# ---- spi_txn_arbiter ----
spi_txn_arbiter/io_placement.png
The bar under the picture is 20 microns long. Pins as bars across the die edge, other pins in gray.
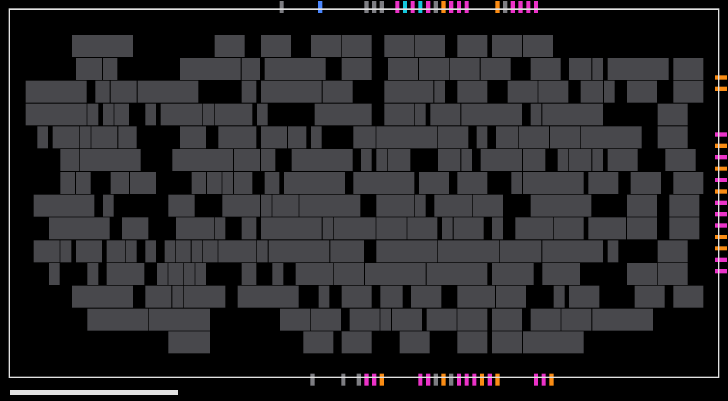
spi_txn_arbiter/flops_by_reg.png
The bar under the picture is 20 microns long. Other sequential cells in the stronger gray, the rest of the logic in the fainter gray.
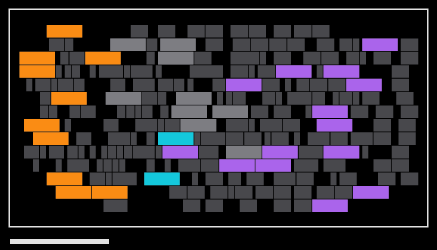
**config.mk**
```make
export PLATFORM = sky130hd
export DESIGN_NAME = spi_txn_arbiter
export DESIGN_NICKNAME = d
export VERILOG_FILES = /design/src/rtl/spi_txn_arbiter.sv
export SDC_FILE = /design/constraint.sdc
export NUM_CORES = 1
export LEC_CHECK = 0
export CORE_ASPECT_RATIO = 0.5
export CORE_MARGIN = 1.5
export CORE_UTILIZATION = 47
export CTS_CLUSTER_SIZE = 40
export DETAILED_ROUTE_END_ITERATION = 16
export GPL_TIMING_DRIVEN = 1
export HOLD_SLACK_MARGIN = 0.1
export PLACE_DENSITY = 0.83
export SLEW_MARGIN = 20
export SYNTH_ARGS = -nofsm -noshare
export SYNTH_HDL_FRONTEND = slang
export SYNTH_SLANG_ARGS = --single-unit
export TNS_END_PERCENT = 20
```
**constraint.sdc**
```tcl
create_clock -name clk -period 4.2 [get_ports clk]
set_clock_uncertainty 0.15 [all_clocks]
set_input_delay 0.42 -clock clk [delete_from_list [all_inputs] [get_ports clk]]
set_output_delay 0.42 -clock clk [all_outputs]
set_load 0.02 [all_outputs]
```
**src/rtl/spi_txn_arbiter.sv**
```systemverilog
// Round-robin arbiter that shares one SPI transmit engine between N_REQ requesters,
// with a watchdog that abandons a frame if the engine never reports completion.
module spi_txn_arbiter #(
  parameter int N_REQ   = 2,
  parameter int DATA_W  = 14,
  parameter int TIMEOUT = 1023
) (
  input  logic                     clk,
  input  logic                     reset,
  input  logic [N_REQ-1:0]         i_req,
  input  logic [N_REQ*DATA_W-1:0]  i_data,
  output logic [N_REQ-1:0]         o_gnt,
  output logic [N_REQ-1:0]         o_done,
  output logic                     o_spi_start,
  output logic [DATA_W-1:0]        o_spi_data,
  input  logic                     i_spi_busy,
  input  logic                     i_spi_done,
  output logic                     o_busy,
  output logic                     o_timeout,
  output logic [$clog2(N_REQ)-1:0] o_owner
);

  localparam int OW = $clog2(N_REQ);
  localparam int TW = $clog2(TIMEOUT + 1);
  localparam logic [TW-1:0] TLAST = TW'(TIMEOUT - 1);

  typedef enum logic [1:0] {IDLE, ISSUE, WAIT_DONE} state_t;

  state_t            state, state_nxt;
  logic [OW-1:0]     ptr, ptr_nxt, ptr_adv;
  logic [TW-1:0]     timer, timer_nxt;
  logic [N_REQ-1:0]  req_rot;
  logic [OW:0]       win_sum;
  logic [OW-1:0]     win;
  logic              win_vld;
  logic              expire;

  logic [N_REQ-1:0]  gnt_nxt, done_nxt;
  logic              start_nxt, timeout_nxt, busy_nxt;
  logic [DATA_W-1:0] data_nxt;
  logic [OW-1:0]     owner_nxt;

  // Rotate requests so bit 0 is the requester at the rr pointer; lowest set bit wins.
  always_comb begin : arbitrate
    req_rot = N_REQ'({i_req, i_req} >> ptr);
    win_vld = 1'b0;
    win_sum = '0;
    for (int k = N_REQ - 1; k >= 0; k--) begin
      if (req_rot[k]) begin
        win_vld = 1'b1;
        win_sum = {1'b0, ptr} + (OW+1)'(k);
      end
    end
    if (win_sum >= (OW+1)'(N_REQ)) win_sum = win_sum - (OW+1)'(N_REQ);
    win = win_sum[OW-1:0];
  end

  assign expire  = (timer == TLAST);
  assign ptr_adv = (o_owner == OW'(N_REQ - 1)) ? '0 : o_owner + 1'b1;

  always_comb begin : next_state
    state_nxt = state;
    case (state)
      IDLE:      if (win_vld && !i_spi_busy) state_nxt = ISSUE;
      ISSUE:     state_nxt = WAIT_DONE;
      WAIT_DONE: if (i_spi_done || expire) state_nxt = IDLE;
      default:   state_nxt = IDLE;
    endcase
  end

  always_comb begin : outputs
    gnt_nxt     = '0;
    done_nxt    = '0;
    start_nxt   = 1'b0;
    timeout_nxt = 1'b0;
    data_nxt    = o_spi_data;
    owner_nxt   = o_owner;
    ptr_nxt     = ptr;
    timer_nxt   = timer;
    case (state)
      IDLE: begin
        if (win_vld && !i_spi_busy) begin
          gnt_nxt   = N_REQ'(1) << win;
          data_nxt  = i_data[int'(win)*DATA_W +: DATA_W];
          owner_nxt = win;
        end
      end
      ISSUE: begin
        start_nxt = 1'b1;
        timer_nxt = '0;
      end
      WAIT_DONE: begin
        timer_nxt = timer + 1'b1;
        // Done takes precedence over a watchdog expiry landing on the same cycle.
        if (i_spi_done) begin
          done_nxt = N_REQ'(1) << o_owner;
          ptr_nxt  = ptr_adv;
        end else if (expire) begin
          timeout_nxt = 1'b1;
          ptr_nxt     = ptr_adv;
        end
      end
      default: ;
    endcase
    busy_nxt = (state_nxt != IDLE);
  end

  always_ff @(posedge clk) begin : state_reg
    if (!reset) begin
      state       <= IDLE;
      ptr         <= '0;
      timer       <= '0;
      o_gnt       <= '0;
      o_done      <= '0;
      o_spi_start <= 1'b0;
      o_timeout   <= 1'b0;
      o_busy      <= 1'b0;
      o_spi_data  <= '0;
      o_owner     <= '0;
    end else begin
      state       <= state_nxt;
      ptr         <= ptr_nxt;
      timer       <= timer_nxt;
      o_gnt       <= gnt_nxt;
      o_done      <= done_nxt;
      o_spi_start <= start_nxt;
      o_timeout   <= timeout_nxt;
      o_busy      <= busy_nxt;
      o_spi_data  <= data_nxt;
      o_owner     <= owner_nxt;
    end
  end

endmodule

```
==> reports/qor.yml <==
run_status: "finished, final reports clean"
highest_layer: "met4"
globalRouteOverflowTotal: 0
routed_wl_mm: 3.352
synth.yosys.num_cells: 159
net-switching-power_mw: 0.2187
worstMarginPinSlew_ps: 727.5
largest_reg_flops: 14
grt_use_met3_pct: 6.095
peakVddDrop_mv: 0.2320
drtIter0Drc: 45
comb-power_mw: 0.184
place_inst: 249
adder_share_pct: 4.808
grt_first_pass_wirelength_mm: 5.540
slew_headroom_pct: 51.45
ys_warn_count: 0
synth_area_per_cell_sq_um: 9.821
setup.worst_path.start_class: "input pin"
seq-power_mw: 0.368
cts_hold_buf: 0
final-max-slew-violation-count: 0
ff2ff_path_depth: 6
share_of_post_route_cells_with_drive_strength_above_1_pct: 9.677
crit_path_max_fo: 32
yosys_area_sq_um: 1561
cts_inserted_buffers: 5
dpl_cell_area_sq_um: 2125
die_area_sq_um: 3698
asyncSetResetFlopFracSynth_pct: 0
critical-path-max-stage-delay_ps: 520
comb_area_share_pct: 35.15
use_met2_pct: 36.67
post_synth_edffs: 0
drv.max_cap_violation_count: 0
final_net_count: 256
top_usage_layer: "met2"
timing.critical_path.required_ps: 4270
cts_post_setup_buffers_inserted: 0
number_of_flip_flops_and_latches: 35
## Picture notes: spi_txn_arbiter/io_placement.png
| port | color | pins | direction | edge |
|---|---|---|---|---|
| `o_timeout` | blue | 1 | output | top |
| `i_data` | magenta | 28 | input | 10 top, 10 bottom, 8 right |
| `i_req` | cyan | 2 | input | top |
| `o_spi_data` | orange | 14 | output | 7 right, 5 bottom, 2 top |
all pins by edge: 21 top, 20 bottom, 15 right

## Picture notes: spi_txn_arbiter/flops_by_reg.png
| netlist name | color | placed flops |
|---|---|---|
| `timer` | orange | 10 |
| `o_done` | cyan | 2 |
| `o_spi_data` | purple | 14 |


# ---- systolic_feeder ----
systolic_feeder/io_placement.png
The bar under the picture is 200 microns long. Pins as bars across the die edge, other pins in gray.
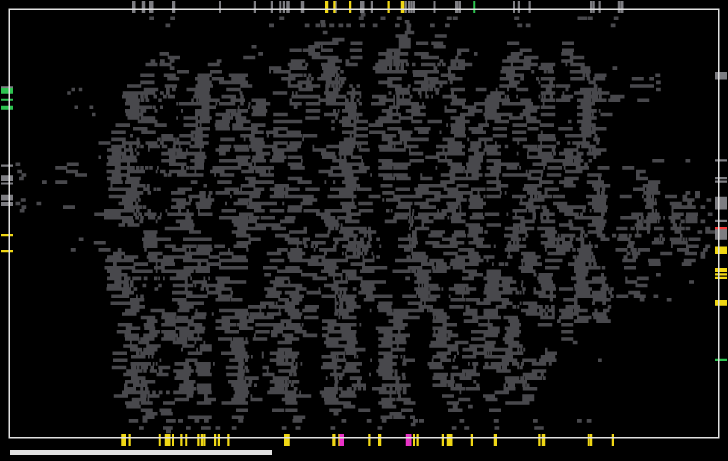
File: src/rtl/systolic_pkg.sv
// rtl/systolic_pkg.sv - shared defaults, width helpers and state encoding for systolic_feeder
package systolic_pkg;

  localparam int DEF_IN_WORD_SIZE  = 8;
  localparam int DEF_NUM_ROW       = 8;
  localparam int DEF_NUM_COL       = 8;
  localparam int DEF_K_DEPTH       = 8;
  localparam int DEF_FLUSH_TIMEOUT = 256;

  function automatic int max_int(input int a, input int b);
    return (a > b) ? a : b;
  endfunction

  // Bits needed to count 0..n-1 (never less than one bit).
  function automatic int width_for(input int n);
    return (n < 2) ? 1 : $clog2(n);
  endfunction

  typedef logic [2:0] feeder_state_t;

  localparam feeder_state_t ST_IDLE   = 3'd0;
  localparam feeder_state_t ST_CLEAR  = 3'd1;
  localparam feeder_state_t ST_STREAM = 3'd2;
  localparam feeder_state_t ST_FLUSH  = 3'd3;
  localparam feeder_state_t ST_DONE   = 3'd4;

  localparam int DEF_MAX_LANES = max_int(DEF_NUM_ROW, DEF_NUM_COL);
  localparam int DEF_ADDR_W    = width_for(DEF_K_DEPTH * DEF_MAX_LANES);
  localparam int DEF_BEAT_W    = width_for(DEF_K_DEPTH + DEF_MAX_LANES - 1);
  localparam int DEF_FLUSH_W   = width_for(DEF_FLUSH_TIMEOUT);

endpackage

File: src/rtl/feeder_skew_line.sv
// rtl/feeder_skew_line.sv - DELAY-cycle shift register with synchronous clear for one operand lane
module feeder_skew_line #(
  parameter int DELAY = 1,
  parameter int WIDTH = 8
) (
  input  logic             clk,
  input  logic             rst,
  input  logic             clr,
  input  logic [WIDTH-1:0] din,
  output logic [WIDTH-1:0] dout
);

  generate
    if (DELAY == 0) begin : g_wire
      logic unused_inputs;
      assign unused_inputs = ^{clk, rst, clr};
      assign dout = din;
    end else begin : g_shift
      logic [WIDTH-1:0] stage_q [DELAY];
      logic [WIDTH-1:0] stage_d [DELAY];

      // Shift one stage per cycle; clear flushes every stage to zero.
      always_comb begin
        for (int i = 0; i < DELAY; i++) stage_d[i] = '0;
        if (!clr) begin
          stage_d[0] = din;
          for (int i = 1; i < DELAY; i++) stage_d[i] = stage_q[i-1];
        end
      end

      // Stage registers, zeroed by async reset.
      always_ff @(posedge clk or posedge rst) begin
        if (rst) begin
          for (int i = 0; i < DELAY; i++) stage_q[i] <= '0;
        end else begin
          stage_q <= stage_d;
        end
      end

      assign dout = stage_q[DELAY-1];
    end
  endgenerate

endmodule

File: src/rtl/systolic_feeder.sv
// rtl/systolic_feeder.sv - operand staging FSM feeding systolic_array; FEEDER_SKEW_EN adds per-lane diagonal skew
module systolic_feeder
  import systolic_pkg::*;
#(
  parameter int  IN_WORD_SIZE  = DEF_IN_WORD_SIZE,
  parameter int  NUM_ROW       = DEF_NUM_ROW,
  parameter int  NUM_COL       = DEF_NUM_COL,
  parameter int  K_DEPTH       = DEF_K_DEPTH,
  parameter int  FLUSH_TIMEOUT = DEF_FLUSH_TIMEOUT,
  localparam int MAX_LANES     = max_int(NUM_ROW, NUM_COL),
  localparam int ADDR_W        = width_for(K_DEPTH * MAX_LANES)
) (
  input  logic                            clk,
  input  logic                            rst,
  input  logic                            wr_en,
  input  logic                            wr_sel,
  input  logic [ADDR_W-1:0]               wr_addr,
  input  logic [IN_WORD_SIZE-1:0]         wr_data,
  input  logic                            start,
  input  logic                            compute_done,
  output logic                            busy,
  output logic                            done,
  output logic                            timeout,
  output logic                            arr_rst,
  output logic [IN_WORD_SIZE*NUM_ROW-1:0] left_inputs,
  output logic [IN_WORD_SIZE*NUM_COL-1:0] top_inputs
);

  localparam int LEFT_DEPTH = K_DEPTH * NUM_ROW;
  localparam int TOP_DEPTH  = K_DEPTH * NUM_COL;
  localparam int LEFT_IW    = width_for(LEFT_DEPTH);
  localparam int TOP_IW     = width_for(TOP_DEPTH);
`ifdef FEEDER_SKEW_EN
  // The tail lets the most-delayed lane drain its last beat before FLUSH.
  localparam int STREAM_LEN = K_DEPTH + MAX_LANES - 1;
`else
  localparam int STREAM_LEN = K_DEPTH;
`endif
  localparam int BEAT_W  = width_for(STREAM_LEN);
  localparam int FLUSH_W = width_for(FLUSH_TIMEOUT);
  localparam logic [BEAT_W-1:0]  LAST_BEAT  = BEAT_W'(STREAM_LEN - 1);
  localparam logic [FLUSH_W-1:0] LAST_FLUSH = FLUSH_W'(FLUSH_TIMEOUT - 1);

  logic [IN_WORD_SIZE-1:0] left_mem_q [LEFT_DEPTH];
  logic [IN_WORD_SIZE-1:0] top_mem_q  [TOP_DEPTH];
  logic                    left_we;
  logic                    top_we;

  feeder_state_t           state_q, state_d;
  logic [BEAT_W-1:0]       beat_q, beat_d;
  logic [FLUSH_W-1:0]      flush_cnt_q, flush_cnt_d;
  logic                    cd_seen_q, cd_seen_d;
  logic                    busy_q, busy_d;
  logic                    done_q, done_d;
  logic                    timeout_q, timeout_d;
  logic                    arr_rst_q, arr_rst_d;
  logic                    feed_en;
  logic [BEAT_W-1:0]       feed_beat;
  logic [LEFT_IW-1:0]      left_idx;
  logic [TOP_IW-1:0]       top_idx;
  logic [IN_WORD_SIZE*NUM_ROW-1:0] left_raw_q, left_raw_d;
  logic [IN_WORD_SIZE*NUM_COL-1:0] top_raw_q, top_raw_d;

  // Writes land only while idle and only inside the selected buffer.
  always_comb begin
    left_we = 1'b0;
    top_we  = 1'b0;
    if (wr_en && (state_q == ST_IDLE)) begin
      if (!wr_sel && (int'(wr_addr) < LEFT_DEPTH)) left_we = 1'b1;
      if (wr_sel && (int'(wr_addr) < TOP_DEPTH))   top_we  = 1'b1;
    end
  end

  // Operand storage has no reset so loaded matrices survive an aborted run.
  always_ff @(posedge clk) begin
    if (left_we) left_mem_q[LEFT_IW'(wr_addr)] <= wr_data;
    if (top_we)  top_mem_q[TOP_IW'(wr_addr)]   <= wr_data;
  end

  // Sequencer: CLEAR -> STREAM beats -> FLUSH until compute_done or expiry -> DONE pulse.
  always_comb begin
    state_d     = state_q;
    beat_d      = beat_q;
    flush_cnt_d = flush_cnt_q;
    cd_seen_d   = cd_seen_q;
    timeout_d   = 1'b0;
    feed_en     = 1'b0;
    feed_beat   = '0;
    case (state_q)
      ST_IDLE: begin
        if (start) state_d = ST_CLEAR;
      end
      ST_CLEAR: begin
        state_d   = ST_STREAM;
        beat_d    = '0;
        cd_seen_d = 1'b0;
        feed_en   = 1'b1;
      end
      ST_STREAM: begin
        // An early compute_done is remembered and honoured on the first FLUSH cycle.
        cd_seen_d = cd_seen_q | compute_done;
        if (beat_q == LAST_BEAT) begin
          state_d     = ST_FLUSH;
          flush_cnt_d = '0;
        end else begin
          beat_d    = beat_q + 1'b1;
          feed_en   = 1'b1;
          feed_beat = beat_q + 1'b1;
        end
      end
      ST_FLUSH: begin
        if (compute_done || cd_seen_q) begin
          state_d = ST_DONE;
        end else if (flush_cnt_q == LAST_FLUSH) begin
          state_d   = ST_DONE;
          timeout_d = 1'b1;
        end else begin
          flush_cnt_d = flush_cnt_q + 1'b1;
        end
      end
      ST_DONE: begin
        state_d   = ST_IDLE;
        cd_seen_d = 1'b0;
      end
      default: state_d = ST_IDLE;
    endcase
    busy_d    = (state_d != ST_IDLE);
    done_d    = (state_d == ST_DONE);
    arr_rst_d = (state_d == ST_IDLE) || (state_d == ST_CLEAR);
  end

  // Gather one beat across all lanes; skew-tail beats past K_DEPTH feed zeros.
  always_comb begin
    left_raw_d = '0;
    top_raw_d  = '0;
    left_idx   = '0;
    top_idx    = '0;
    if (feed_en && (int'(feed_beat) < K_DEPTH)) begin
      for (int r = 0; r < NUM_ROW; r++) begin
        left_idx = LEFT_IW'(int'(feed_beat) * NUM_ROW + r);
        left_raw_d[r*IN_WORD_SIZE +: IN_WORD_SIZE] = left_mem_q[left_idx];
      end
      for (int c = 0; c < NUM_COL; c++) begin
        top_idx = TOP_IW'(int'(feed_beat) * NUM_COL + c);
        top_raw_d[c*IN_WORD_SIZE +: IN_WORD_SIZE] = top_mem_q[top_idx];
      end
    end
  end

  // Control state and registered outputs; reset aborts any run without a done pulse.
  always_ff @(posedge clk or posedge rst) begin
    if (rst) begin
      state_q     <= ST_IDLE;
      beat_q      <= '0;
      flush_cnt_q <= '0;
      cd_seen_q   <= 1'b0;
      busy_q      <= 1'b0;
      done_q      <= 1'b0;
      timeout_q   <= 1'b0;
      arr_rst_q   <= 1'b1;
      left_raw_q  <= '0;
      top_raw_q   <= '0;
    end else begin
      state_q     <= state_d;
      beat_q      <= beat_d;
      flush_cnt_q <= flush_cnt_d;
      cd_seen_q   <= cd_seen_d;
      busy_q      <= busy_d;
      done_q      <= done_d;
      timeout_q   <= timeout_d;
      arr_rst_q   <= arr_rst_d;
      left_raw_q  <= left_raw_d;
      top_raw_q   <= top_raw_d;
    end
  end

  assign busy    = busy_q;
  assign done    = done_q;
  assign timeout = timeout_q;
  assign arr_rst = arr_rst_q;

`ifdef FEEDER_SKEW_EN
  logic skew_clr;
  assign skew_clr = (state_q == ST_CLEAR);

  for (genvar r = 0; r < NUM_ROW; r++) begin : g_left_skew
    feeder_skew_line #(.DELAY(r), .WIDTH(IN_WORD_SIZE)) u_line (
      .clk  (clk),
      .rst  (rst),
      .clr  (skew_clr),
      .din  (left_raw_q[r*IN_WORD_SIZE +: IN_WORD_SIZE]),
      .dout (left_inputs[r*IN_WORD_SIZE +: IN_WORD_SIZE])
    );
  end

  for (genvar c = 0; c < NUM_COL; c++) begin : g_top_skew
    feeder_skew_line #(.DELAY(c), .WIDTH(IN_WORD_SIZE)) u_line (
      .clk  (clk),
      .rst  (rst),
      .clr  (skew_clr),
      .din  (top_raw_q[c*IN_WORD_SIZE +: IN_WORD_SIZE]),
      .dout (top_inputs[c*IN_WORD_SIZE +: IN_WORD_SIZE])
    );
  end
`else
  assign left_inputs = left_raw_q;
  assign top_inputs  = top_raw_q;
`endif

endmodule
File: config.mk
export PLATFORM = sky130hd
export DESIGN_NAME = systolic_feeder
export DESIGN_NICKNAME = d
export VERILOG_FILES = /design/src/rtl/systolic_pkg.sv /design/src/rtl/feeder_skew_line.sv /design/src/rtl/systolic_feeder.sv
export SDC_FILE = /design/constraint.sdc
export NUM_CORES = 2
export LEC_CHECK = 0
export CORE_ASPECT_RATIO = 0.6
export CORE_MARGIN = 2
export CORE_UTILIZATION = 25
export DETAILED_ROUTE_END_ITERATION = 16
export MAX_ROUTING_LAYER = met4
export PLACE_DENSITY = 0.42
export SLEW_MARGIN = 15
export SYNTH_ARGS = -nofsm -noshare
export SYNTH_HDL_FRONTEND = slang
export SYNTH_SLANG_ARGS = --single-unit
File: constraint.sdc
create_clock -name clk -period 7 [get_ports clk]
set_input_delay 1.4 -clock clk [delete_from_list [all_inputs] [get_ports clk]]
set_output_delay 1.4 -clock clk [all_outputs]
set_load 0.005 [all_outputs]
==> reports/qor.yml <==
rsz0062_at_grt: "false"
whs_ps: 535.8
worst_r2r_startpoint: "beat_q[0]$_DFFE_PP0P_"
area_dominant_class: "sequential cells"
grt_max_degree: 149
skew_ps: 46.56
cts_tree: "yes"
critical-path-max-stage-delay_ps: 870
sequentialPowerShare_pct: 40.6
wl_per_cell_microns: 25.80
synthDistinctLibCells: 45
worst-path-buf-inv: 1
final_area_sq_um: 50890
net-switching-power_mw: 6.569
yosys-mux-area-fraction_pct: 6.772
synth-compound-area-share_pct: 6.720
grt_use_met3_pct: 3.571
route.detailed.drc: 0
floorplanUtilization_pct: 25.10
clock_tree.htree_level_count: 3
antennaDiodeCount: 4
run_status: "finished, final reports clean"
post_synth_edffs: 1024
die_area_sq_um: 176200
hold_viol_final: 0
layout_setup_ws_ps: 3071
synth_area_per_cell_sq_um: 18.54
synth_top_cell_by_count: "edfxtp_1"
worst_setup_path_end_kind: "flip-flop"
synth.yosys.num_cells: 2329
top_area_cell_types: "edfxtp_1, dfrtp_1, mux4_2"
hpwlAfterDp_mm: 76.42
drv.max_cap_violation_count: 0
io_buffers: 151
logic_gates: 1004
dpl_cell_area_sq_um: 47220
reg.largest.list: "left_mem_q x512, top_mem_q x512"
Notes on systolic_feeder/io_placement.png above:
| port | color | pins | direction | edge |
|---|---|---|---|---|
| `top_inputs` | yellow | 64 | output | 44 bottom, 11 right, 7 top, 2 left |
| `wr_data` | green | 8 | input | 6 left, 1 top, 1 right |
| `busy` | red | 1 | output | right |
| `wr_addr` | magenta | 6 | input | bottom |


# ---- tmds_encoder ----
$ cat src/rtl/tmds_pkg.sv
// tmds_pkg: shared TMDS constants, control tokens and bit-count helpers.
package tmds_pkg;

    localparam int CNT_W = 5;

    localparam logic [9:0] TOK_00 = 10'h354;
    localparam logic [9:0] TOK_01 = 10'h0AB;
    localparam logic [9:0] TOK_10 = 10'h154;
    localparam logic [9:0] TOK_11 = 10'h2AB;

    function automatic logic [3:0] popcount8(input logic [7:0] d);
        logic [3:0] n;
        n = '0;
        for (int i = 0; i < 8; i++) n += 4'(d[i]);
        return n;
    endfunction

    function automatic logic [9:0] ctrl_token(input logic [1:0] c);
        return c == 2'b00 ? TOK_00 :
               c == 2'b01 ? TOK_01 :
               c == 2'b10 ? TOK_10 : TOK_11;
    endfunction

endpackage

$ cat src/rtl/tmds_channel_encoder.sv
// tmds_channel_encoder: one TMDS lane; input capture, transition minimisation,
// then DC balance with a per-lane running disparity.
module tmds_channel_encoder
    import tmds_pkg::*;
(
    input  logic       clk_i,
    input  logic       rst_i,
    input  logic       de_i,
    input  logic [1:0] c_i,
    input  logic [7:0] d_i,
    output logic [9:0] q_o
);

    function automatic logic [8:0] minimise(input logic [7:0] d, input logic use_xnor);
        logic [8:0] q;
        q    = '0;
        q[0] = d[0];
        for (int i = 1; i < 8; i++) q[i] = use_xnor ? ~(q[i-1] ^ d[i]) : q[i-1] ^ d[i];
        q[8] = ~use_xnor;
        return q;
    endfunction

    localparam logic signed [CNT_W-1:0] TWO = CNT_W'(2);

    logic                    r_de0, r_de1;
    logic [1:0]              r_c0, r_c1;
    logic [7:0]              r_d0;
    logic [8:0]              r_qm;
    logic [9:0]              r_q;
    logic signed [CNT_W-1:0] r_cnt;

    logic [3:0]              w_n1d, w_n1;
    logic                    w_xnor, w_a, w_b;
    logic [8:0]              w_qm;
    logic signed [CNT_W-1:0] w_bal, w_cnt;
    logic [9:0]              w_q;

    assign w_n1d  = popcount8(r_d0);
    assign w_xnor = (w_n1d > 4'd4) || (w_n1d == 4'd4 && !r_d0[0]);
    assign w_qm   = minimise(r_d0, w_xnor);

    // w_bal is n1 - n0 of the minimised byte, always within -8..8
    assign w_n1  = popcount8(r_qm[7:0]);
    assign w_bal = CNT_W'({w_n1, 1'b0}) - CNT_W'(8);
    assign w_a   = (r_cnt == 0) || (w_bal == 0);
    assign w_b   = (r_cnt > 0 && w_bal > 0) || (r_cnt < 0 && w_bal < 0);

    assign w_q = !r_de1 ? ctrl_token(r_c1) :
                 w_a    ? {~r_qm[8], r_qm[8], r_qm[8] ? r_qm[7:0] : ~r_qm[7:0]} :
                 w_b    ? {1'b1, r_qm[8], ~r_qm[7:0]} :
                          {1'b0, r_qm[8], r_qm[7:0]};

    assign w_cnt = !r_de1 ? '0 :
                   w_a    ? (r_qm[8] ? r_cnt + w_bal : r_cnt - w_bal) :
                   w_b    ? r_cnt - w_bal + (r_qm[8] ? TWO : '0) :
                            r_cnt + w_bal - (r_qm[8] ? '0 : TWO);

    always_ff @(posedge clk_i or posedge rst_i) begin
        if (rst_i) begin
            r_de0 <= 1'b0;
            r_c0  <= '0;
            r_d0  <= '0;
            r_de1 <= 1'b0;
            r_c1  <= '0;
            r_qm  <= '0;
            r_cnt <= '0;
            r_q   <= TOK_00;
        end else begin
            r_de0 <= de_i;
            r_c0  <= c_i;
            r_d0  <= d_i;
            r_de1 <= r_de0;
            r_c1  <= r_c0;
            r_qm  <= w_qm;
            r_cnt <= w_cnt;
            r_q   <= w_q;
        end
    end

    assign q_o = r_q;

endmodule

$ cat src/rtl/tmds_encoder.sv
// tmds_encoder: three-lane DVI TMDS encoder; syncs ride on the blue lane,
// green and red carry control 00 during blanking.
module tmds_encoder
    import tmds_pkg::*;
#(
    parameter bit INVERT_SYNC = 1'b0
) (
    input  logic        rst_i,
    input  logic        clk_i,
    input  logic        vsync_i,
    input  logic        hsync_i,
    input  logic        de_i,
    input  logic [23:0] data_i,
    output logic [9:0]  tmds_b_o,
    output logic [9:0]  tmds_g_o,
    output logic [9:0]  tmds_r_o
);

    logic [1:0] w_ctrl_b;

    assign w_ctrl_b = {vsync_i, hsync_i} ^ {2{INVERT_SYNC}};

    tmds_channel_encoder u_b (
        .clk_i (clk_i),
        .rst_i (rst_i),
        .de_i  (de_i),
        .c_i   (w_ctrl_b),
        .d_i   (data_i[7:0]),
        .q_o   (tmds_b_o)
    );

    tmds_channel_encoder u_g (
        .clk_i (clk_i),
        .rst_i (rst_i),
        .de_i  (de_i),
        .c_i   (2'b00),
        .d_i   (data_i[15:8]),
        .q_o   (tmds_g_o)
    );

    tmds_channel_encoder u_r (
        .clk_i (clk_i),
        .rst_i (rst_i),
        .de_i  (de_i),
        .c_i   (2'b00),
        .d_i   (data_i[23:16]),
        .q_o   (tmds_r_o)
    );

endmodule

$ cat config.mk
export PLATFORM = sky130hd
export DESIGN_NAME = tmds_encoder
export DESIGN_NICKNAME = d
export VERILOG_FILES = /design/src/rtl/tmds_pkg.sv /design/src/rtl/tmds_channel_encoder.sv /design/src/rtl/tmds_encoder.sv
export SDC_FILE = /design/constraint.sdc
export NUM_CORES = 1
export LEC_CHECK = 0
export CELL_PAD_IN_SITES_DETAIL_PLACEMENT = 1
export CELL_PAD_IN_SITES_GLOBAL_PLACEMENT = 2
export CORE_MARGIN = 2
export CORE_UTILIZATION = 40
export DETAILED_ROUTE_END_ITERATION = 8
export PLACE_DENSITY_LB_ADDON = 0.1
export SYNTH_ARGS = -nofsm -noshare
export SYNTH_HDL_FRONTEND = slang
export SYNTH_HIERARCHICAL = 1
export SYNTH_SLANG_ARGS = --single-unit
$ cat constraint.sdc
create_clock -name clk_i -period 11.7 [get_ports clk_i]
set_input_delay 2.34 -clock clk_i [delete_from_list [all_inputs] [get_ports clk_i]]
set_output_delay 2.34 -clock clk_i [all_outputs]
set_load 0.005 [all_outputs]
tmds_encoder/layer_met1.png
The bar under the picture is 50 microns long.
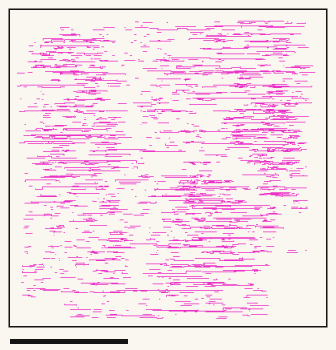
nets with wire on the layer: 729
longest straight run: 45.1 microns
main direction: horizontal
wire length on this layer: 6350 microns
share of all routed wire: 45%

==> reports/qor.yml <==
timing.hold.worst.start: "u_r/r_c0[0]$_DFF_PP0_"
top_area_cell_types: "dfrtp_1, ha_1, fa_1"
instances_no_fill: 888
timing.critical_path.required_ps: 11940
worst_r2r_startpoint: "u_r/r_qm[0]$_DFF_PP0_"
fin_tns_setup_ps: 0
crit_path_max_fo: 5
routed-wl-met2_mm: 7.281
topCombFamilyByArea: "adder cells"
adder_share_pct: 21.63
cts_hold_buf: 0
clkbuf_count: 11
run_status: "finished, final reports clean"
number_of_cells_produced_by_synthesis: 603
cp_cell_sequence: "fa_1 -> inv_1 -> fa_1 -> fa_1 -> inv_1 -> ha_1 -> fa_1 -> xor2_1 -> ha_1 -> ha_1 -> or4b_4 -> o211ai_1 -> mux2i_1 -> nor2_1 -> a211oi_1"
layout_buffer_count_excluding_clock_buffers: 61
comb_area_share_pct: 44.50

# ---- slot_payout ----
slot_payout/layer_met1.png
The bar under the picture is 20 microns long.
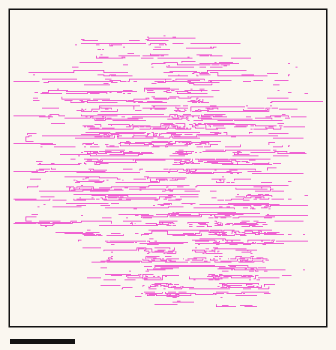
slot_payout/detail.png
The bar under the picture is 20 microns long. Window x 23 to 73, y 43 to 93 microns. Cells in gray, sequential cells in the stronger gray; small squares are vias.
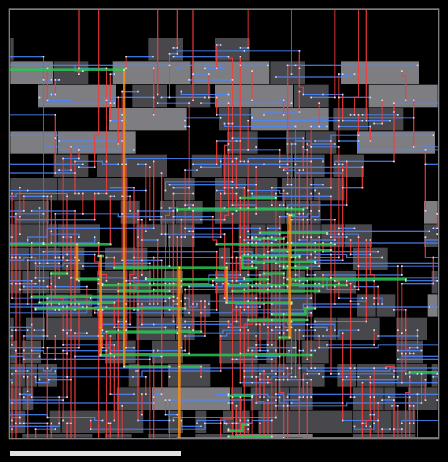
**src/rtl/slot_pkg.sv**
```systemverilog
// slot_pkg: shared state encoding, symbol values and pay-line geometry for slot_payout.
package slot_pkg;

    typedef enum logic [1:0] {IDLE, EVAL, PAY_HI, PAY_LO} state_t;

    localparam logic [2:0] SYM_BLANK   = 3'd0;
    localparam logic [2:0] SYM_JACKPOT = 3'd7;

    localparam logic [2:0] LINE_ROW_A = 3'd0;
    localparam logic [2:0] LINE_ROW_B = 3'd1;
    localparam logic [2:0] LINE_ROW_C = 3'd2;
    localparam logic [2:0] LINE_COL_1 = 3'd3;
    localparam logic [2:0] LINE_COL_2 = 3'd4;
    localparam logic [2:0] LINE_COL_3 = 3'd5;
    localparam logic [2:0] LINE_DIAG  = 3'd6;
    localparam logic [2:0] LINE_ANTI  = 3'd7;

    // Cell index is row-major: a1=0 .. a3=2, b1=3 .. b3=5, c1=6 .. c3=8.
    localparam logic [7:0][2:0][3:0] LINE_MAP = {
        {4'd6, 4'd4, 4'd2},
        {4'd8, 4'd4, 4'd0},
        {4'd8, 4'd5, 4'd2},
        {4'd7, 4'd4, 4'd1},
        {4'd6, 4'd3, 4'd0},
        {4'd8, 4'd7, 4'd6},
        {4'd5, 4'd4, 4'd3},
        {4'd2, 4'd1, 4'd0}
    };

endpackage

```
**src/rtl/slot_line_eval.sv**
```systemverilog
// slot_line_eval: combinational scoring of one three-symbol pay line.
module slot_line_eval
    import slot_pkg::*;
#(
    parameter int JACKPOT_PAY = 16
) (
    input  logic [2:0] s0,
    input  logic [2:0] s1,
    input  logic [2:0] s2,
    output logic       win,
    output logic [4:0] pay
);

    localparam logic [4:0] JP = 5'(JACKPOT_PAY);

    always_comb begin
        win = s0 != SYM_BLANK && s0 == s1 && s1 == s2;
        pay = s0 == SYM_JACKPOT ? JP : {2'b00, s0};
    end

endmodule

```
**src/rtl/slot_payout.sv**
```systemverilog
// slot_payout: latches the 3x3 grid, scores pay lines one per clock, then pulses the coin hopper.
// Define SLOT_PAYOUT_DIAG_EN to score the two diagonals as well (8 lines instead of 6).
module slot_payout
    import slot_pkg::*;
#(
    parameter int PULSE_W     = 4,
    parameter int JACKPOT_PAY = 16
) (
    input  logic       clk,
    input  logic       clrb,
    input  logic [2:0] slot_a1,
    input  logic [2:0] slot_a2,
    input  logic [2:0] slot_a3,
    input  logic [2:0] slot_b1,
    input  logic [2:0] slot_b2,
    input  logic [2:0] slot_b3,
    input  logic [2:0] slot_c1,
    input  logic [2:0] slot_c2,
    input  logic [2:0] slot_c3,
    input  logic       eval,
    input  logic       hopper_busy,
    output logic       coin_pulse,
    output logic       busy,
    output logic [7:0] credit,
    output logic [7:0] win_lines,
    output logic       jackpot
);

    localparam int CW = PULSE_W > 1 ? $clog2(PULSE_W) : 1;
    localparam logic [CW-1:0] CNT_MAX = CW'(PULSE_W - 1);
`ifdef SLOT_PAYOUT_DIAG_EN
    localparam logic [2:0] LAST_LINE = LINE_ANTI;
`else
    localparam logic [2:0] LAST_LINE = LINE_COL_3;
`endif

    state_t state, state_next;
    logic [8:0][2:0] grid;
    logic [2:0] line_idx;
    logic [CW-1:0] cnt;
    logic [2:0] s0, s1, s2;
    logic win;
    logic [4:0] pay;
    logic [7:0] credit_sum;
    logic cnt_done, last;

    assign s0 = grid[LINE_MAP[line_idx][0]];
    assign s1 = grid[LINE_MAP[line_idx][1]];
    assign s2 = grid[LINE_MAP[line_idx][2]];

    slot_line_eval #(.JACKPOT_PAY(JACKPOT_PAY)) u_line (
        .s0(s0),
        .s1(s1),
        .s2(s2),
        .win(win),
        .pay(pay)
    );

    // EVAL always exits through PAY_LO with the gap pre-satisfied, so the
    // first pulse starts one clock after the last line is scored.
    always_comb begin
        credit_sum = credit + (win ? {3'b000, pay} : 8'd0);
        cnt_done = cnt == CNT_MAX;
        last = line_idx == LAST_LINE;
        state_next = state;
        case (state)
            IDLE:    state_next = eval ? EVAL : IDLE;
            EVAL:    state_next = !last ? EVAL : credit_sum == 8'd0 ? IDLE : PAY_LO;
            PAY_HI:  state_next = cnt_done ? PAY_LO : PAY_HI;
            PAY_LO:  state_next = !cnt_done ? PAY_LO : credit == 8'd0 ? IDLE : hopper_busy ? PAY_LO : PAY_HI;
            default: state_next = IDLE;
        endcase
    end

    always_ff @(posedge clk or negedge clrb) begin
        if (!clrb) begin
            state <= IDLE;
            grid <= '0;
            line_idx <= '0;
            cnt <= '0;
            coin_pulse <= 1'b0;
            busy <= 1'b0;
            credit <= '0;
            win_lines <= '0;
            jackpot <= 1'b0;
        end else begin
            state <= state_next;
            busy <= state_next != IDLE;
            coin_pulse <= state_next == PAY_HI;
            case (state)
                IDLE: if (eval) begin
                    grid <= {slot_c3, slot_c2, slot_c1, slot_b3, slot_b2, slot_b1, slot_a3, slot_a2, slot_a1};
                    line_idx <= '0;
                    credit <= '0;
                    win_lines <= '0;
                    jackpot <= 1'b0;
                end
                EVAL: begin
                    line_idx <= line_idx + 3'd1;
                    credit <= credit_sum;
                    cnt <= CNT_MAX;
                    if (win) win_lines[line_idx] <= 1'b1;
                    if (win && s0 == SYM_JACKPOT) jackpot <= 1'b1;
                end
                PAY_HI: begin
                    cnt <= cnt_done ? '0 : cnt + 1'b1;
                    if (cnt_done) credit <= credit - 8'd1;
                end
                PAY_LO: cnt <= !cnt_done ? cnt + 1'b1 : state_next == PAY_HI ? '0 : cnt;
                default: cnt <= '0;
            endcase
        end
    end

endmodule

```
**config.mk**
```make
export PLATFORM = sky130hd
export DESIGN_NAME = slot_payout
export DESIGN_NICKNAME = d
export VERILOG_FILES = /design/src/rtl/slot_pkg.sv /design/src/rtl/slot_line_eval.sv /design/src/rtl/slot_payout.sv
export SDC_FILE = /design/constraint.sdc
export NUM_CORES = 1
export LEC_CHECK = 0
export CAP_MARGIN = 20
export CORE_MARGIN = 5
export CORE_UTILIZATION = 50
export DETAILED_ROUTE_END_ITERATION = 6
export DONT_BUFFER_PORTS = 1
export PLACE_DENSITY = 0.66
export SYNTH_ARGS = -nofsm -noshare
export SYNTH_HDL_FRONTEND = slang
export SYNTH_SLANG_ARGS = --single-unit
```
**constraint.sdc**
```tcl
create_clock -name clk -period 12.9 [get_ports clk]
set_input_delay 1.29 -clock clk [delete_from_list [all_inputs] [get_ports clk]]
set_output_delay 1.29 -clock clk [all_outputs]
set_load 0.05 [all_outputs]
```
==> reports/qor.yml <==
slew_headroom_pct: 41.48
post-route-period-util_pct: 47.44
detail_route.vias_per_cell: 6.286
peakVddDrop_mv: 0.1252
synthesis.area_sq_um: 3774
clock_tree.htree_level_count: 2
use_met2_pct: 27.76
yosys-mux-area-fraction_pct: 21.58
synthToLayoutAreaGrowth_pct: 4.211
cts_tree: "yes"
routabilityCongestion: 0.9529
die_y_microns: 96.88
top_level_ports: 50
largest_reg_flops: 27
report.final.setup_viol: 0
antennaDiodeCount: 0
rows: 31
final_net_count: 419
yosys_area_sq_um: 3774
routed_wl_mm: 8.713
setup.worst_path.start_class: "flip-flop"
asyncSetResetFlopFracSynth_pct: 100.0
top_area_cell_types: "dfrtp_1, mux2_2, mux2i_1"
synth-compound-area-share_pct: 15.35
final-max-slew-violation-count: 0
timing.reg2reg.setup_slack_ps: 6780
final_antenna_net_count: 0
critical-path-max-stage-delay_ps: 720
total_number_of_tap_cells: 99
power.internal_mw: 0.5700
fin_tns_setup_ps: 0
run_status: "finished, final reports clean"
rsz0062_at_grt: "false"
area_dominant_class: "combinational gates"
dpl_cell_area_sq_um: 3801
grt_antenna_before_repair: 0
ys_seq_share_pct: 35.15
cp-startpoint: "line_idx[1]$_DFFE_PN0P_"
wl_per_cell_microns: 18.58
highest_count_logic_cell_in_the_final_layout: "dfrtp_1"
warnings: 35
clock_power_mw: 0.110
hold_path_depth: 1
grt_max_degree: 54
timing.hold.worst.start: "grid[25]$_DFFE_PN0P_"
synth_top_flop_cell: "dfrtp_1"
cts_post_setup_buffers_inserted: 0
worst_path_dominant_cell_family: "AND-OR/OR-AND gates"
switching_share_pct: 46.33
worstMarginPinSlew_ps: 877.9
sequentialPowerShare_pct: 31.9
synth_flops: 53
About slot_payout/layer_met1.png:
longest straight run: 38.2 microns
wire length on this layer: 4160 microns
nets with wire on the layer: 382
main direction: horizontal
share of all routed wire: 48%

About slot_payout/detail.png:
| layer | color |
|---|---|
| metal 2 | red |
| metal 4 | orange |
| metal 3 | green |
| metal 1 | blue |
cells with their middle in the window: 142
sequential cells in the window: 13
most frequent: mux2i_1 (18), mux2_2 (13), dfrtp_1 (13)
netlist names of flops here include: `grid` (12), `line_idx` (1)


# ---- cu_selection_sort ----
cu_selection_sort/io_placement.png
The bar under the picture is 20 microns long. Pins as bars across the die edge, other pins in gray.
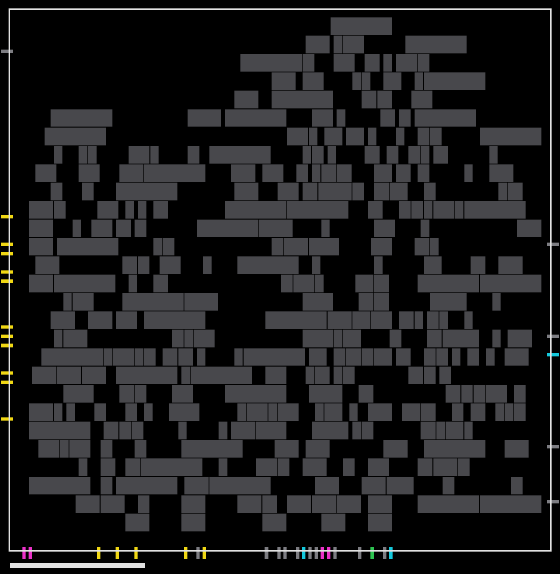
cu_selection_sort/flops_by_reg.png
The bar under the picture is 20 microns long. Other sequential cells in the stronger gray, the rest of the logic in the fainter gray.
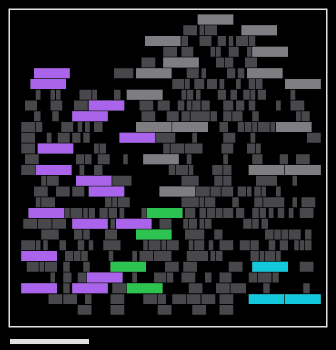
<file path="src/rtl/cu_selection_sort.sv">
// rtl/cu_selection_sort.sv - selection-sort control unit with dwell-gated status sampling and watchdog
//
// Sequences an external selection-sort datapath through LOAD, ANCHOR, FINDMIN and SHOW.
// Parameters:
//   N        number of elements handled by the datapath
//   TIMEOUT  maximum cycles allowed in any working state (2..65535)
// Ports:
//   clk        clock, rising edge
//   rst        asynchronous reset, active low
//   run        start request, sampled in IDLE only
//   abort      cancel current sort (LOAD..DONE)
//   end_load   datapath: load finished
//   hit_i      datapath: outer index reached the end
//   hit_j      datapath: inner scan finished
//   end_show   datapath: show phase finished
//   j          datapath inner index
//   PS         state code: 0 IDLE, 1 LOAD, 2 ANCHOR, 3 FINDMIN, 4 SHOW, 5 DONE, 6 ERROR
//   swap       swap enable, FINDMIN with j at the last element
//   busy       PS in LOAD..SHOW
//   done       one-cycle completion pulse (PS == DONE)
//   err        watchdog error (PS == ERROR)
//   pass_cnt   completed FINDMIN passes, saturating at 15
//   cycle_cnt  working cycles of the current or last run, saturating

module cu_selection_sort #(
  parameter int N       = 5,
  parameter int TIMEOUT = 1000
) (
  input  logic        clk,
  input  logic        rst,
  input  logic        run,
  input  logic        abort,
  input  logic        end_load,
  input  logic        hit_i,
  input  logic        hit_j,
  input  logic        end_show,
  input  logic [3:0]  j,
  output logic [2:0]  PS,
  output logic        swap,
  output logic        busy,
  output logic        done,
  output logic        err,
  output logic [3:0]  pass_cnt,
  output logic [15:0] cycle_cnt
);

  localparam logic [2:0] S_IDLE    = 3'd0;
  localparam logic [2:0] S_LOAD    = 3'd1;
  localparam logic [2:0] S_ANCHOR  = 3'd2;
  localparam logic [2:0] S_FINDMIN = 3'd3;
  localparam logic [2:0] S_SHOW    = 3'd4;
  localparam logic [2:0] S_DONE    = 3'd5;
  localparam logic [2:0] S_ERROR   = 3'd6;

  localparam logic [15:0] DWELL_LIM = 16'(TIMEOUT - 1);
  localparam logic [3:0]  J_LAST    = 4'(N - 1);

  logic [2:0]  ps_q;
  logic [2:0]  ps_d;
  logic [15:0] dwell;
  logic        pass_inc;
  logic        active;
  logic        flags_ok;
  logic        watchdog;

  assign active   = (ps_q >= S_LOAD) && (ps_q <= S_SHOW);
  // Datapath flags are registered one cycle behind PS, so on the first
  // cycle of a state they still describe the previous state.
  assign flags_ok = (dwell != 16'd0);
  assign watchdog = (dwell == DWELL_LIM);

  always_comb begin
    ps_d     = ps_q;
    pass_inc = 1'b0;
    case (ps_q)
      S_IDLE:    if (run) ps_d = S_LOAD;
      S_LOAD: begin
        if (end_load && flags_ok) ps_d = S_ANCHOR;
        else if (watchdog)        ps_d = S_ERROR;
      end
      S_ANCHOR: begin
        // hit_i becomes valid only one cycle after entry.
        if (dwell == 16'd1) ps_d = hit_i ? S_SHOW : S_FINDMIN;
        else if (watchdog)  ps_d = S_ERROR;
      end
      S_FINDMIN: begin
        if (hit_j && flags_ok) begin
          ps_d     = S_ANCHOR;
          pass_inc = 1'b1;
        end else if (watchdog) begin
          ps_d = S_ERROR;
        end
      end
      S_SHOW: begin
        if (end_show && flags_ok) ps_d = S_DONE;
        else if (watchdog)        ps_d = S_ERROR;
      end
      S_DONE:    ps_d = S_IDLE;
      S_ERROR:   if (!run) ps_d = S_IDLE;
      default:   ps_d = S_IDLE;
    endcase
    // Abort outranks every other exit, including the pass count.
    if (abort && (ps_q >= S_LOAD) && (ps_q <= S_DONE)) begin
      ps_d     = S_IDLE;
      pass_inc = 1'b0;
    end
  end

  always_ff @(posedge clk or negedge rst) begin
    if (!rst) begin
      ps_q      <= S_IDLE;
      dwell     <= 16'd0;
      pass_cnt  <= 4'd0;
      cycle_cnt <= 16'd0;
    end else begin
      ps_q <= ps_d;
      if (ps_d != ps_q)          dwell <= 16'd0;
      else if (dwell != 16'hFFFF) dwell <= dwell + 16'd1;

      if ((ps_q == S_IDLE) && (ps_d == S_LOAD)) begin
        pass_cnt  <= 4'd0;
        cycle_cnt <= 16'd0;
      end else begin
        if (pass_inc && (pass_cnt != 4'hF))       pass_cnt  <= pass_cnt + 4'd1;
        if (active && (cycle_cnt != 16'hFFFF))    cycle_cnt <= cycle_cnt + 16'd1;
      end
    end
  end

  assign PS   = ps_q;
  assign busy = active;
  assign done = (ps_q == S_DONE);
  assign err  = (ps_q == S_ERROR);
  assign swap = (ps_q == S_FINDMIN) && (j >= J_LAST);

endmodule

</file>
<file path="config.mk">
export PLATFORM = sky130hd
export DESIGN_NAME = cu_selection_sort
export DESIGN_NICKNAME = d
export VERILOG_FILES = /design/src/rtl/cu_selection_sort.sv
export SDC_FILE = /design/constraint.sdc
export NUM_CORES = 1
export LEC_CHECK = 0
export ABC_CLOCK_PERIOD_IN_PS = 7400
export CORE_UTILIZATION = 40
export DETAILED_ROUTE_END_ITERATION = 8
export GPL_ROUTABILITY_DRIVEN = 0
export SYNTH_ARGS = -nofsm -noshare
export SYNTH_HDL_FRONTEND = slang
export SYNTH_SLANG_ARGS = --single-unit
</file>
<file path="constraint.sdc">
create_clock -name clk -period 7.4 [get_ports clk]
set_clock_uncertainty 0.1 [all_clocks]
set_input_delay 1.85 -clock clk [delete_from_list [all_inputs] [get_ports clk]]
set_output_delay 1.85 -clock clk [all_outputs]
set_load 0.005 [all_outputs]
</file>
==> reports/qor.yml <==
switching_share_pct: 40.44
cts_repair_resize_count: 0
antennaDiodeCount: 0
worst_path_dominant_cell_family: "buffers and inverters"
layout_setup_ws_ps: 2507
die_y_microns: 79.90
wl_per_cell_microns: 14.37
cts_tree: "yes"
top_usage_layer: "met2"
total_length_of_routed_met3_wires_microns: 173
hold_path_depth: 2
use_met2_pct: 31.97
max-clock-path-buffers: 2
floorplan.die.width_microns: 79.90
seq-power_mw: 0.271
timing.critical_path.required_ps: 5450
first_global_vias: 2050
reg.largest.list: "cycle_cnt x16, dwell x16, pass_cnt x4"
crit_path_max_fo: 1
setup.worst_path.start_class: "input pin"
biggest_consumer: "registers"
ff2ff_path_depth: 6
std_cell_core_area_sq_um: 5886
dpl_cell_area_sq_um: 2856
timing.reg2reg.setup_slack_ps: 4260
yosys_area_sq_um: 2427
run_status: "finished, final reports clean"
worst_r2r_startpoint: "dwell[3]$_DFFE_PN0P_"
layout_buffer_count_excluding_clock_buffers: 38
net-switching-power_mw: 0.2781
power.internal_mw: 0.4096
instances_no_fill: 390
place_inst: 382
Notes on cu_selection_sort/io_placement.png above:
| port | color | pins | direction | edge |
|---|---|---|---|---|
| `j` | magenta | 4 | input | bottom |
| `hit_j` | green | 1 | input | bottom |
| `PS` | cyan | 3 | output | 2 bottom, 1 right |
| `cycle_cnt` | yellow | 16 | output | 11 left, 5 bottom |
all pins by edge: 22 bottom, 12 left, 5 right

Notes on cu_selection_sort/flops_by_reg.png above:
| netlist name | color | placed flops |
|---|---|---|
| `pass_cnt` | green | 4 |
| `PS` | cyan | 3 |
| `cycle_cnt` | purple | 16 |
not colored: 16


# ---- reg_ctrl_seq ----
**src/rtl/reg_ctrl_seq.sv**
```systemverilog
// Multi-cycle instruction sequencer that drives a 4 x 9-bit register file and ALU.
// It fetches, decodes, executes and writes back one instruction at a time.
module reg_ctrl_seq #(
    parameter int unsigned     PC_W     = 8,
    parameter logic [PC_W-1:0] RESET_PC = '0
) (
    input  logic            i_clk,
    input  logic            i_rst,
    output logic            o_imem_req,
    output logic [PC_W-1:0] o_imem_addr,
    input  logic            i_imem_ack,
    input  logic [8:0]      i_imem_data,
    output logic            o_rd_en,
    output logic [1:0]      o_rd0_addr,
    output logic [1:0]      o_rd1_addr,
    output logic            o_wr_en,
    output logic [1:0]      o_wr_addr,
    output logic [8:0]      o_wr_data,
    output logic [1:0]      o_alu_op,
    input  logic [8:0]      i_alu_result,
    output logic            o_halted,
    output logic [15:0]     o_instr_count
);

    typedef enum logic [2:0] {
        StFetch,
        StDecode,
        StExec,
        StWb,
        StHalt
    } state_e;

    state_e            r_state;
    state_e            w_state_nxt;
    logic [PC_W-1:0]   r_pc;
    logic [8:0]        r_ir;
    logic [8:0]        r_result;
    logic [15:0]       r_count;

    logic              w_fetch;
    logic              w_load_result;
    logic [8:0]        w_result_nxt;
    logic              w_retire;

    always_ff @(posedge i_clk) begin
        if (i_rst) begin
            r_state  <= StFetch;
            r_pc     <= RESET_PC;
            r_ir     <= '0;
            r_result <= '0;
            r_count  <= '0;
        end else begin
            r_state <= w_state_nxt;
            if (w_fetch) begin
                r_ir <= i_imem_data;
                r_pc <= r_pc + PC_W'(1);
            end
            if (w_load_result) begin
                r_result <= w_result_nxt;
            end
            // Retired count saturates rather than wrapping.
            if (w_retire && (r_count != 16'hFFFF)) begin
                r_count <= r_count + 16'd1;
            end
        end
    end

    always_comb begin
        w_state_nxt   = r_state;
        w_fetch       = 1'b0;
        w_load_result = 1'b0;
        w_result_nxt  = i_alu_result;
        w_retire      = 1'b0;
        o_imem_req    = 1'b0;
        o_rd_en       = 1'b0;
        o_wr_en       = 1'b0;
        o_halted      = 1'b0;
        unique case (r_state)
            StFetch: begin
                o_imem_req = 1'b1;
                if (i_imem_ack) begin
                    w_fetch     = 1'b1;
                    w_state_nxt = StDecode;
                end
            end
            StDecode: begin
                if (!r_ir[8]) begin
                    o_rd_en     = 1'b1;
                    w_state_nxt = StExec;
                end else begin
                    unique case (r_ir[7:6])
                        2'b00: begin
                            w_load_result = 1'b1;
                            w_result_nxt  = {{5{r_ir[3]}}, r_ir[3:0]};
                            w_state_nxt   = StWb;
                        end
                        2'b11: begin
                            w_retire    = 1'b1;
                            w_state_nxt = StHalt;
                        end
                        default: begin
                            w_retire    = 1'b1;
                            w_state_nxt = StFetch;
                        end
                    endcase
                end
            end
            StExec: begin
                w_load_result = 1'b1;
                w_state_nxt   = StWb;
            end
            StWb: begin
                o_wr_en     = 1'b1;
                w_retire    = 1'b1;
                w_state_nxt = StFetch;
            end
            StHalt: begin
                o_halted = 1'b1;
            end
            default: begin
                w_state_nxt = StFetch;
            end
        endcase
    end

    assign o_imem_addr   = r_pc;
    assign o_rd0_addr    = r_ir[3:2];
    assign o_rd1_addr    = r_ir[1:0];
    assign o_wr_addr     = r_ir[5:4];
    assign o_wr_data     = r_result;
    assign o_alu_op      = r_ir[7:6];
    assign o_instr_count = r_count;

endmodule
```
**config.mk**
```make
export PLATFORM = sky130hd
export DESIGN_NAME = reg_ctrl_seq
export DESIGN_NICKNAME = d
export VERILOG_FILES = /design/src/rtl/reg_ctrl_seq.sv
export SDC_FILE = /design/constraint.sdc
export NUM_CORES = 1
export LEC_CHECK = 0
export ABC_AREA = 0
export CAP_MARGIN = 40
export CORE_ASPECT_RATIO = 1.25
export CORE_MARGIN = 5
export CORE_UTILIZATION = 50
export CTS_CLUSTER_SIZE = 10
export DETAILED_ROUTE_END_ITERATION = 6
export GPL_ROUTABILITY_DRIVEN = 0
export PLACE_DENSITY = 0.85
export SYNTH_ARGS = -nofsm -noshare
export SYNTH_HDL_FRONTEND = slang
export SYNTH_SLANG_ARGS = --single-unit
```
**constraint.sdc**
```tcl
create_clock -name i_clk -period 3.97 [get_ports i_clk]
set_input_delay 0.794 -clock i_clk [delete_from_list [all_inputs] [get_ports i_clk]]
set_output_delay 0.794 -clock i_clk [all_outputs]
set_load 0.05 [all_outputs]
```
reg_ctrl_seq/layer_met1.png
The bar under the picture is 20 microns long.
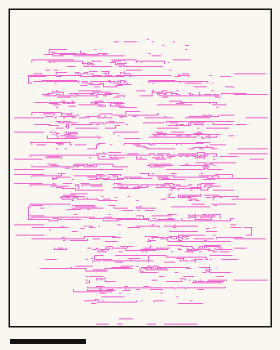
wire length on this layer: 2350 microns
main direction: horizontal
nets with wire on the layer: 297
longest straight run: 23.0 microns

reg_ctrl_seq/flops_by_reg.png
The bar under the picture is 20 microns long. Other sequential cells in the stronger gray, the rest of the logic in the fainter gray.
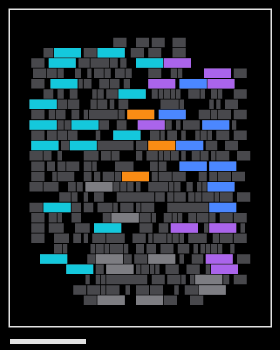
| netlist name | color | placed flops |
|---|---|---|
| `r_ir` | purple | 9 |
| `o_imem_addr` | blue | 8 |
| `r_state` | orange | 3 |
| `o_instr_count` | cyan | 16 |

reg_ctrl_seq/metal_density.png
The bar under the picture is 20 microns long. 14 x 17 tiles, from dark blue (low) to red (high), scaled to the fullest tile. Values are wire area over tile area, all layers added.
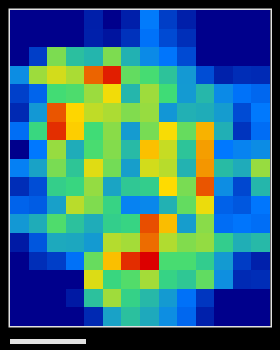
tiles over half the peak: 30%
fullest tile: 0.43
mean over tiles: 0.15
nearly empty tiles: 17%

==> reports/qor.yml <==
powerDensity_nw_per_um2: 368.8
route.detailed.drc: 0
total_number_of_tap_cells: 56
synthToLayoutAreaGrowth_pct: 36.34
instances_no_fill: 367
total_length_of_routed_met3_wires_microns: 236
post-route-period-util_pct: 71.70
grt_max_degree: 22
leading_cell_types_by_count_after_synthesis: "nand2_1, dfxtp_1, a21oi_1"
skew_ps: 7.148
logic_gates: 186
seq_area_sq_um: 900.9
use_met2_pct: 31.45
critical-path-max-stage-delay_ps: 810
share_of_post_route_cells_with_drive_strength_above_1_pct: 6.752
comb_area_share_pct: 38.21
highest_count_logic_cell_in_the_final_layout: "clkdlybuf4s50_1"
hold_path_depth: 2
synthesis.area_sq_um: 2152
rsz0062_at_grt: "false"
timing.reg2reg.setup_slack_ps: 1840
setup.worst_path.start_class: "flip-flop"
hold_viol_final: 0
slew_headroom_pct: 54.68
first_global_vias: 1925
synth_flops: 45
p_comb_share_pct: 17.2
asyncSetResetFlopFracSynth_pct: 0
final-max-slew-violation-count: 0
clock_area_share_pct: 4.563
adder_share_pct: 1.163
timing.critical_path.required_ps: 3180
clk_pin_slew_worst_paths_ps: 90
fin_tns_setup_ps: 0
via_count: 2024
max-clock-path-buffers: 2
clock_tree.htree_level_count: 2
root_buffer: "clkbuf_8"
worst-path-buf-inv: 1
biggest_consumer: "registers"
die_area_sq_um: 5724
crit_path_max_fo: 15
worstMarginPinSlew_ps: 674.8
report.final.setup_viol: 0
synth.cellmix.simpleShare_pct: 27.79
hpwlAfterDp_mm: 3.949
non_clock_inverter_count: 4
final_cell_mix: "clkdlybuf4s50_1, nand2_1, dfxtp_1"
run_status: "finished, final reports clean"


## Gallery

M1 wires.
shot_01.png
The bar under the picture is 200 microns long.
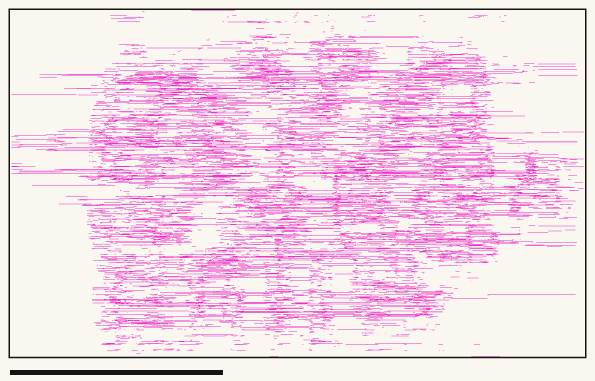
shot_02.png
The bar under the picture is 20 microns long.
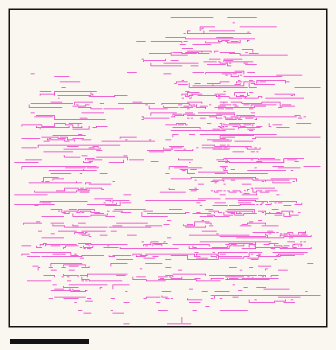
shot_03.png
The bar under the picture is 20 microns long.
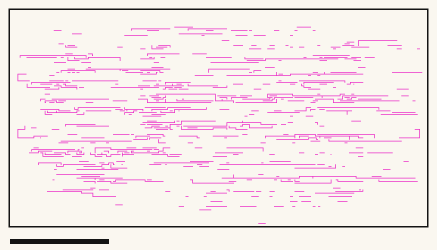
shot_03.png -> spi_txn_arbiter
shot_02.png -> cu_selection_sort
shot_01.png -> systolic_feeder
The one with the largest die is shot_01.png.
The one with the smallest die is shot_03.png.

Key to shot_01.png:
share of all routed wire: 48%
nets with wire on the layer: 2426
main direction: horizontal
longest straight run: 83.3 microns


==> gallery <==
Pin map.
picture 1
The bar under the picture is 50 microns long. Pins as bars across the die edge, other pins in gray.
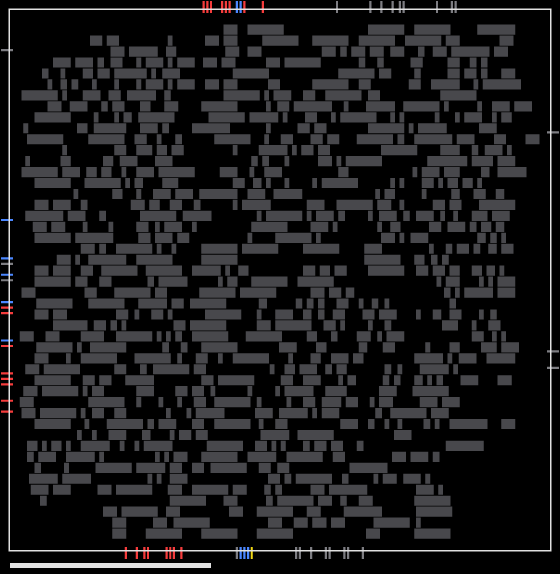
picture 2
The bar under the picture is 20 microns long. Pins as bars across the die edge, other pins in gray.
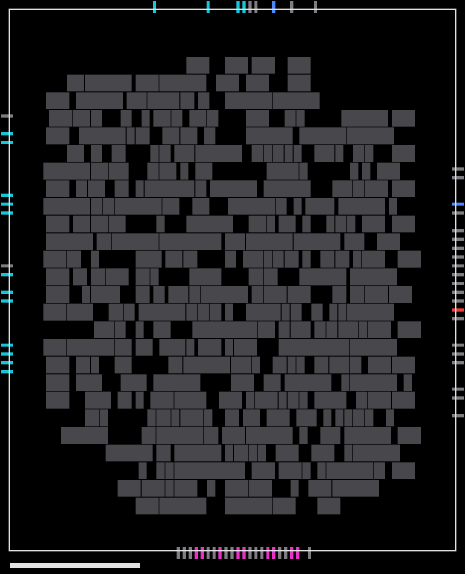
picture 3
The bar under the picture is 20 microns long. Pins as bars across the die edge, other pins in gray.
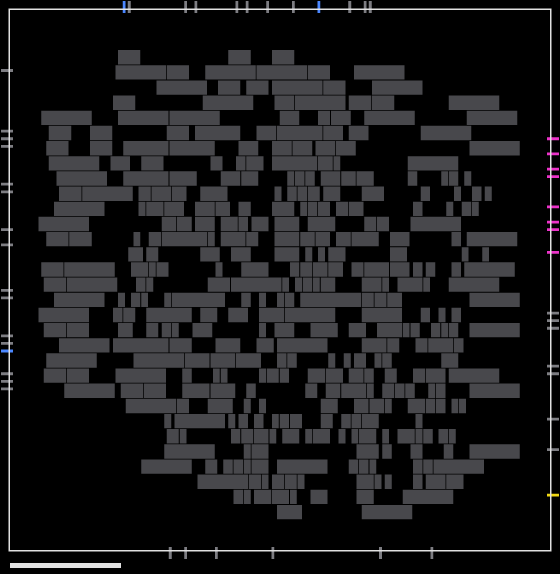
- picture 3 = slot_payout
- picture 2 = reg_ctrl_seq
- picture 1 = tmds_encoder

Key to picture 2:
| port | color | pins | direction | edge |
|---|---|---|---|---|
| `o_instr_count` | cyan | 16 | output | 12 left, 4 top |
| `o_alu_op` | blue | 2 | output | 1 top, 1 right |
| `o_imem_req` | red | 1 | output | right |
| `o_wr_data` | magenta | 9 | output | bottom |
all pins by edge: 22 bottom, 21 right, 14 left, 9 top

